# block 1

<file path="src/rtl/loader_pkg.sv">
// Shared types and constants for the boot-time program loader.
// The header is a 16-bit little-endian word count; words arrive LSB first.
package loader_pkg;

   typedef enum logic [2:0] {
      CNT_LO = 3'd0,
      CNT_HI = 3'd1,
      DATA   = 3'd2,
      CSUM   = 3'd3,
      DONE   = 3'd4,
      ERROR  = 3'd5
   } state_e;

   localparam int HDR_BYTES = 2;
   localparam int BPW       = 4;

endpackage

</file>
<file path="src/rtl/word_packer.sv">
// Collects LSB-first bytes into a 32-bit word; word_valid_o fires combinationally
// with the 4th byte so the loader can register the write on that same edge.
module word_packer
   import loader_pkg::*;
(
   input  logic        clk_i,
   input  logic        rst_i,
   input  logic        byte_en_i,
   input  logic [1:0]  byte_pos_i,
   input  logic [7:0]  byte_i,
   output logic        word_valid_o,
   output logic [31:0] word_o
);

   logic [23:0] buf_q;
   logic [23:0] buf_d;

   always_comb begin
      buf_d = buf_q;
      if (byte_en_i) begin
         case (byte_pos_i)
            2'd0:    buf_d[7:0]   = byte_i;
            2'd1:    buf_d[15:8]  = byte_i;
            2'd2:    buf_d[23:16] = byte_i;
            default: buf_d        = buf_q;
         endcase
      end
   end

   always_ff @(posedge clk_i) begin
      if (!rst_i) buf_q <= '0;
      else        buf_q <= buf_d;
   end

   assign word_valid_o = byte_en_i && (byte_pos_i == 2'(BPW - 1));
   assign word_o       = {byte_i, buf_q};

endmodule

</file>
<file path="src/rtl/prog_loader.sv">
// Streams a counted, XOR-checksummed program image into instruction memory and
// releases the core from reset once the whole image has been verified.
module prog_loader
   import loader_pkg::*;
#(
   parameter int NUMWORDS  = 4096,
   parameter int DATAWIDTH = 32
) (
   input  logic                 clk_i,
   input  logic                 rst_i,
   input  logic                 byte_valid_i,
   input  logic [7:0]           byte_data_i,
   output logic                 byte_ready_o,
   output logic                 we_o,
   output logic [31:0]          waddr_o,
   output logic [DATAWIDTH-1:0] wdata_o,
   output logic                 core_rst_o,
   output logic                 done_o,
   output logic                 err_o,
   output state_e               dbg_state_o
);

   if (DATAWIDTH != 32) begin : g_bad_width
      $error("prog_loader only supports DATAWIDTH = 32");
   end

   localparam logic [31:0] MAX_WORDS = NUMWORDS;

   // Handshake: a byte transfers on a rising edge where byte_valid_i and
   // byte_ready_o are both high; the loader never stalls a non-terminal state.
   state_e      state_q, state_d;
   logic [1:0]  pos_q, pos_d;
   logic [15:0] idx_q, idx_d;
   logic [7:0]  cnt_lo_q, cnt_lo_d;
   logic [15:0] count_q, count_d;
   logic [7:0]  csum_q, csum_d;
   logic        ready_q, ready_d;
   logic        we_q, we_d;
   logic [31:0] waddr_q, waddr_d;
   logic [31:0] wdata_q, wdata_d;
   logic [15:0] hdr_count;
   logic        accept;
   logic        word_valid;
   logic [31:0] word;

   assign accept = byte_valid_i && ready_q;

   word_packer u_packer (
      .clk_i        (clk_i),
      .rst_i        (rst_i),
      .byte_en_i    (accept && (state_q == DATA)),
      .byte_pos_i   (pos_q),
      .byte_i       (byte_data_i),
      .word_valid_o (word_valid),
      .word_o       (word)
   );

   always_comb begin
      state_d   = state_q;
      pos_d     = pos_q;
      idx_d     = idx_q;
      cnt_lo_d  = cnt_lo_q;
      count_d   = count_q;
      csum_d    = csum_q;
      we_d      = 1'b0;
      waddr_d   = waddr_q;
      wdata_d   = wdata_q;
      hdr_count = {byte_data_i, cnt_lo_q};
      case (state_q)
         CNT_LO: if (accept) begin
            cnt_lo_d = byte_data_i;
            csum_d   = csum_q ^ byte_data_i;
            state_d  = CNT_HI;
         end
         CNT_HI: if (accept) begin
            count_d = hdr_count;
            csum_d  = csum_q ^ byte_data_i;
            if (hdr_count == 16'd0)                   state_d = CSUM;
            else if ({16'd0, hdr_count} > MAX_WORDS) state_d = ERROR;
            else                                      state_d = DATA;
         end
         DATA: if (accept) begin
            csum_d = csum_q ^ byte_data_i;
            pos_d  = pos_q + 2'd1;
            if (word_valid) begin
               we_d    = 1'b1;
               waddr_d = {14'd0, idx_q, 2'b00};
               wdata_d = word;
               idx_d   = idx_q + 16'd1;
               if (idx_q == count_q - 16'd1) state_d = CSUM;
            end
         end
         CSUM: if (accept) begin
            state_d = (byte_data_i == csum_q) ? DONE : ERROR;
         end
         default: state_d = state_q;
      endcase
      ready_d = (state_d != DONE) && (state_d != ERROR);
   end

   always_ff @(posedge clk_i) begin
      if (!rst_i) begin
         state_q  <= CNT_LO;
         pos_q    <= '0;
         idx_q    <= '0;
         cnt_lo_q <= '0;
         count_q  <= '0;
         csum_q   <= '0;
         ready_q  <= 1'b0;
         we_q     <= 1'b0;
         waddr_q  <= '0;
         wdata_q  <= '0;
      end else begin
         state_q  <= state_d;
         pos_q    <= pos_d;
         idx_q    <= idx_d;
         cnt_lo_q <= cnt_lo_d;
         count_q  <= count_d;
         csum_q   <= csum_d;
         ready_q  <= ready_d;
         we_q     <= we_d;
         waddr_q  <= waddr_d;
         wdata_q  <= wdata_d;
      end
   end

   assign byte_ready_o = ready_q;
   assign we_o         = we_q;
   assign waddr_o      = waddr_q;
   assign wdata_o      = wdata_q;
   assign done_o       = (state_q == DONE);
   assign err_o        = (state_q == ERROR);
   assign core_rst_o   = (state_q == DONE);
   assign dbg_state_o  = state_q;

endmodule
</file>
<file path="config.mk">
export PLATFORM = sky130hd
export DESIGN_NAME = prog_loader
export DESIGN_NICKNAME = d
export VERILOG_FILES = /design/src/rtl/loader_pkg.sv /design/src/rtl/word_packer.sv /design/src/rtl/prog_loader.sv
export SDC_FILE = /design/constraint.sdc
export NUM_CORES = 1
export LEC_CHECK = 0
export ABC_AREA = 1
export ABC_CLOCK_PERIOD_IN_PS = 2760
export CORE_ASPECT_RATIO = 0.9
export CORE_MARGIN = 2
export CORE_UTILIZATION = 35
export DETAILED_ROUTE_END_ITERATION = 6
export GPL_TIMING_DRIVEN = 0
export PLACE_DENSITY_LB_ADDON = 0.08
export SLEW_MARGIN = 0
export SYNTH_ARGS = -nofsm -noshare
export SYNTH_HDL_FRONTEND = slang
export SYNTH_SLANG_ARGS = --single-unit
</file>
<file path="constraint.sdc">
create_clock -name clk_i -period 2.76 [get_ports clk_i]
set_input_delay 0.552 -clock clk_i [delete_from_list [all_inputs] [get_ports clk_i]]
set_output_delay 0.552 -clock clk_i [all_outputs]
set_load 0.05 [all_outputs]
</file>
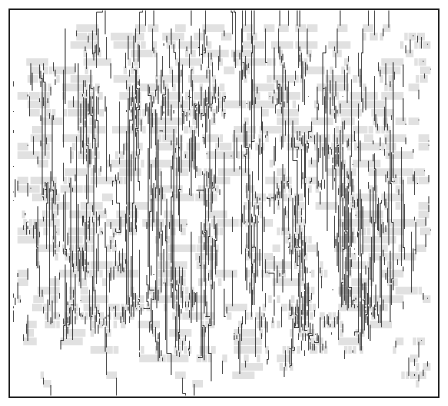
(block_1/m2.png)
- longest straight run: 66.3 um
- share of all routed wire: 45%
- main direction: vertical
global-route met2 utilization: 31.7%
via total after detailed routing: 5251
final WL: 16.2 mm

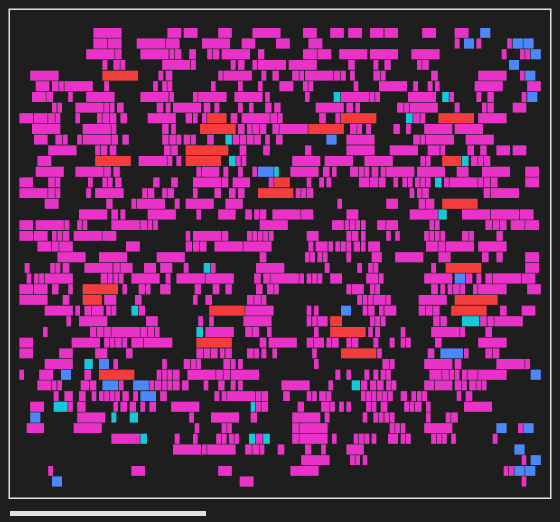
(block_1/sizing.png)
Scale bar: 50 um.
- red: x6 and larger (cells 24; share 2.7%)
- cyan: x2 (cells 22; share 2.5%)
- blue: x3 and x4 (cells 27; share 3.1%)
- magenta: x1 and smaller (cells 806; share 92%)

==> reports/notes.md <==
The run finished with clean final reports. The number of clock sinks seen by CTS is 127, and the number of synthesized flops with an enable pin is 0. The maximum vdd drop is 0.417 mV. The logs give 34 for the number of library cell types mapped by synthesis and 192 ps for the smallest setup slack after layout.

The worst hold path passes through 2 cells. In this run the cell area measured after placement is 6530 sq um. The finished layout cell area was 7110 sq um; the insertion delay to the later sink of the worst-skew pair was 420 ps.

In this run the layout overhead on the synthesized area is reported as 26.7%. The die boundary width was 137 um; the clock network fraction of total power was 48.9%. A synthesized cell averages 7.26 sq um. The critical path arrival was 2020 ps.

In the Yosys report, the sequential cells make up 45.3% of the chip area. Of the total power, registers draw 41.6%. The CTS report gives the tree buffer count as 17.

The footprint of the multi-input gates is 2630 sq um, and the clock network power is 2.22 mW. The launch point of the worst register-to-register path is recorded as count_q[0]$_SDFFE_PN0P_. The number of logic inverters in the finished layout was 53. The dominant power group is clock. The floorplan has 43 rows.

Area occupied by registers: 2540 sq um. The internal power of the cells totals 3.40 mW. The synthesized netlist occupies a cell area of 5610 sq um. The script reports the combined buffer and inverter count of the critical path as 2. Overall power consumption after layout is estimated at 4.55 mW. The global router reports that the layer with the highest usage is met2. Per the OpenROAD floorplan log, the area of the core is 15500 sq um. Multi-input combinational cells in the finished layout were counted as 550. The cell type taking the most area is logic gates. Average vias per placed instance: 4.86. The library cells used most frequently in the layout, excluding fill and tap cells, are sky130_fd_sc_hd__nor2_1 (148), sky130_fd_sc_hd__dfxtp_1 (127), sky130_fd_sc_hd__nand2_1 (118). Routing resource usage on met1 recorded by global route was 26.9%. Combinational cells consume a total of 0.431 mW.

The final max-slew violation count recorded for this run is 0. Note that the worst hold path type here is reg -> reg. Per report_power, the combinational group accounts for 9.5% of the total.

Synthesis handed over a netlist of 773 instances. The DRC violations left was 0. The net count of the finished layout is 884. Before antenna repair, the detailed router went through 5 iterations. Per the synthesis report, the AND-OR/OR-AND share of the synthesized area is 15.2%. Leaving out fill and tap cells, the most frequent cell in the layout is sky130_fd_sc_hd__nor2_1. The number of hold buffers added after cts was 0; the tally of buffers added on design ports was 60. The final design utilization was 45.7%. Measured along the y axis, the die boundary spans 124 um.

For the minimum hold slack, the log shows 461 ps. STA classifies the critical path startpoint as a flop. The run reported a max-capacitance violation count of 0. Of the total synthesized cell area, the portion taken by full adders, half adders and majority gates is 1.34%. The via count of the first global-routing pass came out at 5001. The final layout reports a setup TNS of 0 ps. The logs give 830 ps for the worst-case register-to-register setup slack and 0 for the count of endpoints failing hold in the final timing report.

# block 2

==> block_2/m2.png <==
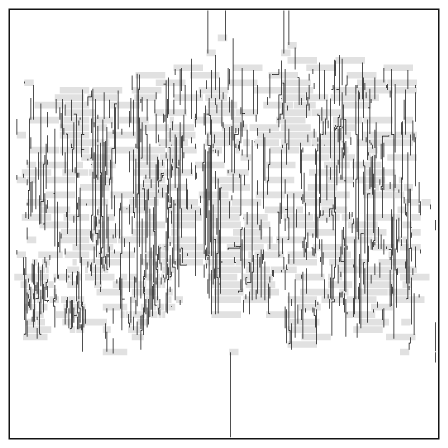
`src/rtl/axis_fifo_pkg.sv`:
```
// axis_fifo_pkg: default geometry and beat layout for axis_fifo.
// Beat layout is {data, keep, last}, with data in the MSBs.
package axis_fifo_pkg;

  localparam int DATA_WIDTH_DEF = 8;
  localparam int KEEP_WIDTH_DEF = 1;
  localparam int DEPTH_DEF      = 16;

  typedef struct packed {
    logic [DATA_WIDTH_DEF-1:0] data;
    logic [KEEP_WIDTH_DEF-1:0] keep;
    logic                      last;
  } beat_t;

  function automatic int beat_bits(
    input int dw,
    input int kw
  );
    return dw + kw + 1;
  endfunction

endpackage

```
`src/rtl/axis_fifo_mem.sv`:
```
// axis_fifo_mem: DEPTH x WIDTH register array with one sync write port and one async read port.
// Ports: clk, we/waddr/wdata (write), raddr/rdata (combinational read).
module axis_fifo_mem #(
  parameter int WIDTH = 10,
  parameter int DEPTH = 16,
  parameter int AW    = $clog2(DEPTH)
) (
  input  logic          clk,
  input  logic          we,
  input  logic [AW-1:0] waddr,
  input  logic [WIDTH-1:0] wdata,
  input  logic [AW-1:0] raddr,
  output logic [WIDTH-1:0] rdata
);

  logic [WIDTH-1:0] mem [DEPTH];

  // Storage is deliberately not reset.
  always_ff @(posedge clk) begin
    if (we) mem[waddr] <= wdata;
  end

  assign rdata = mem[raddr];

endmodule

```
`src/rtl/axis_fifo.sv`:
```
// axis_fifo: single-clock first-word-fall-through AXI4-Stream FIFO.
// Ports: aclk, aresetn, s_axis_* (upstream slave), m_axis_* (downstream master).
module axis_fifo
  import axis_fifo_pkg::*;
#(
  parameter int DATA_WIDTH = DATA_WIDTH_DEF,
  parameter int KEEP_WIDTH = KEEP_WIDTH_DEF,
  parameter int DEPTH      = DEPTH_DEF
) (
  input  logic                  aclk,
  input  logic                  aresetn,
  input  logic                  s_axis_tvalid,
  input  logic [DATA_WIDTH-1:0] s_axis_tdata,
  input  logic [KEEP_WIDTH-1:0] s_axis_tkeep,
  input  logic                  s_axis_tlast,
  output logic                  s_axis_tready,
  output logic                  m_axis_tvalid,
  output logic [DATA_WIDTH-1:0] m_axis_tdata,
  output logic [KEEP_WIDTH-1:0] m_axis_tkeep,
  output logic                  m_axis_tlast,
  input  logic                  m_axis_tready
);

  localparam int AW = $clog2(DEPTH);
  localparam int CW = $clog2(DEPTH + 1);
  localparam int BW = beat_bits(DATA_WIDTH, KEEP_WIDTH);

  typedef struct packed {
    logic [DATA_WIDTH-1:0] data;
    logic [KEEP_WIDTH-1:0] keep;
    logic                  last;
  } fifo_beat_t;

  logic [AW-1:0] wr_ptr;
  logic [AW-1:0] rd_ptr;
  logic [CW-1:0] count;
  logic          full;
  logic          empty;
  logic          wr_en;
  logic          rd_en;
  fifo_beat_t    wbeat;
  fifo_beat_t    rbeat;
  logic [BW-1:0] rbits;

  assign full  = (count == CW'(DEPTH));
  assign empty = (count == '0);

  // Full drops the beat even if a read frees a slot this
  // cycle, so s_axis_tready never depends on m_axis_tready.
  assign wr_en = s_axis_tvalid && !full;
  assign rd_en = m_axis_tready && !empty;

  assign wbeat.data = s_axis_tdata;
  assign wbeat.keep = s_axis_tkeep;
  assign wbeat.last = s_axis_tlast;

  axis_fifo_mem #(
    .WIDTH (BW),
    .DEPTH (DEPTH),
    .AW    (AW)
  ) u_mem (
    .clk   (aclk),
    .we    (wr_en),
    .waddr (wr_ptr),
    .wdata (wbeat),
    .raddr (rd_ptr),
    .rdata (rbits)
  );

  assign rbeat = rbits;

  always_ff @(posedge aclk or negedge aresetn) begin
    if (!aresetn) begin
      wr_ptr <= '0;
      rd_ptr <= '0;
      count  <= '0;
    end else begin
      if (wr_en) wr_ptr <= wr_ptr + 1'b1;
      if (rd_en) rd_ptr <= rd_ptr + 1'b1;
      unique case ({wr_en, rd_en})
        2'b10:   count <= count + 1'b1;
        2'b01:   count <= count - 1'b1;
        default: count <= count;
      endcase
    end
  end

  assign s_axis_tready = !full;
  assign m_axis_tvalid = !empty;
  assign m_axis_tdata  = empty ? '0 : rbeat.data;
  assign m_axis_tkeep  = empty ? '0 : rbeat.keep;
  assign m_axis_tlast  = empty ? 1'b0 : rbeat.last;

endmodule

```
`config.mk`:
```
export PLATFORM = sky130hd
export DESIGN_NAME = axis_fifo
export DESIGN_NICKNAME = d
export VERILOG_FILES = /design/src/rtl/axis_fifo_pkg.sv /design/src/rtl/axis_fifo_mem.sv /design/src/rtl/axis_fifo.sv
export SDC_FILE = /design/constraint.sdc
export NUM_CORES = 1
export LEC_CHECK = 0
export ABC_CLOCK_PERIOD_IN_PS = 7850
export CORE_UTILIZATION = 30
export DETAILED_ROUTE_END_ITERATION = 6
export PLACE_DENSITY = 0.57
export SKIP_LAST_GASP = 1
export SYNTH_ARGS = -nofsm -noshare
export SYNTH_HDL_FRONTEND = slang
export SYNTH_SLANG_ARGS = --single-unit
```
`constraint.sdc`:
```
create_clock -name aclk -period 7.85 [get_ports aclk]
set_clock_uncertainty 0.2 [all_clocks]
set_input_delay 2.355 -clock aclk [delete_from_list [all_inputs] [get_ports aclk]]
set_output_delay 2.355 -clock aclk [all_outputs]
set_load 0.01 [all_outputs]
```
==> reports/notes.md <==
The run finished with clean final reports. Grouping stages by cell kind, the critical path spends the most delay in buffers and inverters. VDD sags by at most 0.182 mV.

The average size of a mapped cell was 19.7 sq um; the internal power consumption was 2.14 mW. The clock network takes up 7.51% of total cell area after layout. The run gives 8370 sq um as the finished layout cell area. TritonCTS built the clock tree. The sum of net half-perimeters after detailed placement was 8.56 mm. With the total cell area at the placement stage at 7740 sq um, the combined area of all synthesized cells is 7080 sq um. For reference, the most critical setup path is categorized as reg -> out. The run gives 34 for the largest net degree at the start of global routing.

In the post-synthesis netlist, the cell with the most instances is sky130_fd_sc_hd__edfxtp_1. The synthesized design contains 160 enable-type register cells. The met1 layer usage reported by global route came out at 17.2%. For this run, asynchronously set or reset flops after synthesis account for 7.51%. Routed signal wires occupy layers up through met4.

Of the cells placed in the final design, the portion with a size suffix greater than 1 is 21.2%. The number of nets with antenna violations after detailed routing was 0; the clock-pin slew reported for the worst setup and hold paths after clock tree synthesis was 60 ps. Looking at the max-slew report, the worst-margin pin has a slew of 1200 ps. After detailed routing, the average wire length per cell comes to 20.1 um.

For this block, wires on met1 add up to 6.90 mm. Of all the cell area in the finished design, non-clock buffers hold 4.34%. In the detailed route, the total length drawn on met3 is 614 um. The worst hold path begins at count[0]$_DFFE_PN0P_.

The tools report the count of cells resized by post-cts repair as 0. Ranked by total area, the top cell class in this layout is sequential cells. The number of hold buffers added after cts is 0.

Type of destination of the critical path: a primary output. The tools report the via count of the first global-routing pass as 3641. The logs give 3980 ps for the worst-case register-to-register setup slack and 3280 ps for the critical path arrival. The number of logic inverters in the finished layout was 5; the global routing met3 resource utilization was 3.86%.

The script computed the net switching share of total power as 28.7%. With the path depth of the worst reg2reg path at 11, the number of library cell types mapped by synthesis is 39. The library cells used most frequently in the layout, excluding fill and tap cells, are sky130_fd_sc_hd__edfxtp_1 (160), sky130_fd_sc_hd__mux4_2 (25), sky130_fd_sc_hd__clkdlybuf4s50_1 (25).

The post-synthesis cell count from yosys is 360. Setup repair after global routing left no endpoint under its margin. The most instantiated flip-flop cell in the synthesis netlist was sky130_fd_sc_hd__edfxtp_1. With the count of final setup violators at 0, the worst endpoint required time is 5300 ps. Grouping non-sequential cells by family puts the most area in multiplexers. The total power divided by cell area came out at 359 nW/um^2. The count of clock buffers in the final design was 20; the count of TritonRoute iterations in the first routing pass was 5. In this run the horizontal extent of the chip is 156 um. The cell count after synthesis came out at 360. The aggregate global-route resource usage is 12.9%, and the worst hold path stage count is 1.

The critical path's slowest cell is sky130_fd_sc_hd__dfrtp_2. The tools report the summed negative setup slack over all endpoints as 0 ps. Per the detail_route report, vias per standard cell equal 4.72.

The run reported a max-capacitance violation count of 0. The synthesized netlist devotes 1.24% of its cell area to XOR and XNOR gates. Capture point of the critical path: m_axis_tdata[2]. Once synthesis finished, the tally of register bits stood at 173. The flip-flop and latch power came out at 1.26 mW. The CTS report gives the tree buffer count as 17. The weighted congestion at the end of routability-driven global placement was 0.702.
About block_2/m2.png:
- nets with wire on the layer: 359
- longest straight run: 74.2 um
- share of all routed wire: 47%
- main direction: vertical
- wire length on this layer: 6780 um
global-route met2 utilization: 20.0%
final WL: 14.6 mm
via total after detailed routing: 3419



==> gallery <==
Signal wires on met4.
Scale bar: 50 um.
(a)
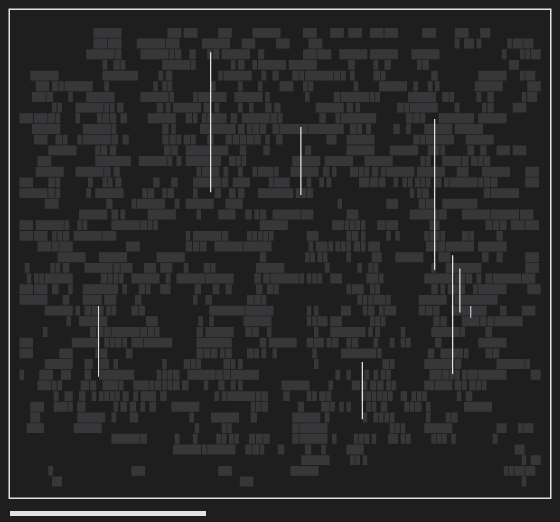
(b)
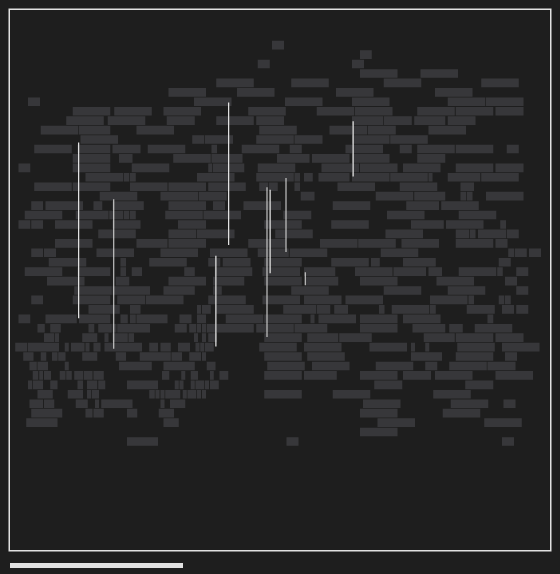
| picture | from |
|---|---|
| (b) | block 2 |
| (a) | block 1 |

Key to (b):
- longest straight run: 50.3 um
- main direction: vertical

Power is estimated from default activity; no workload was simulated.
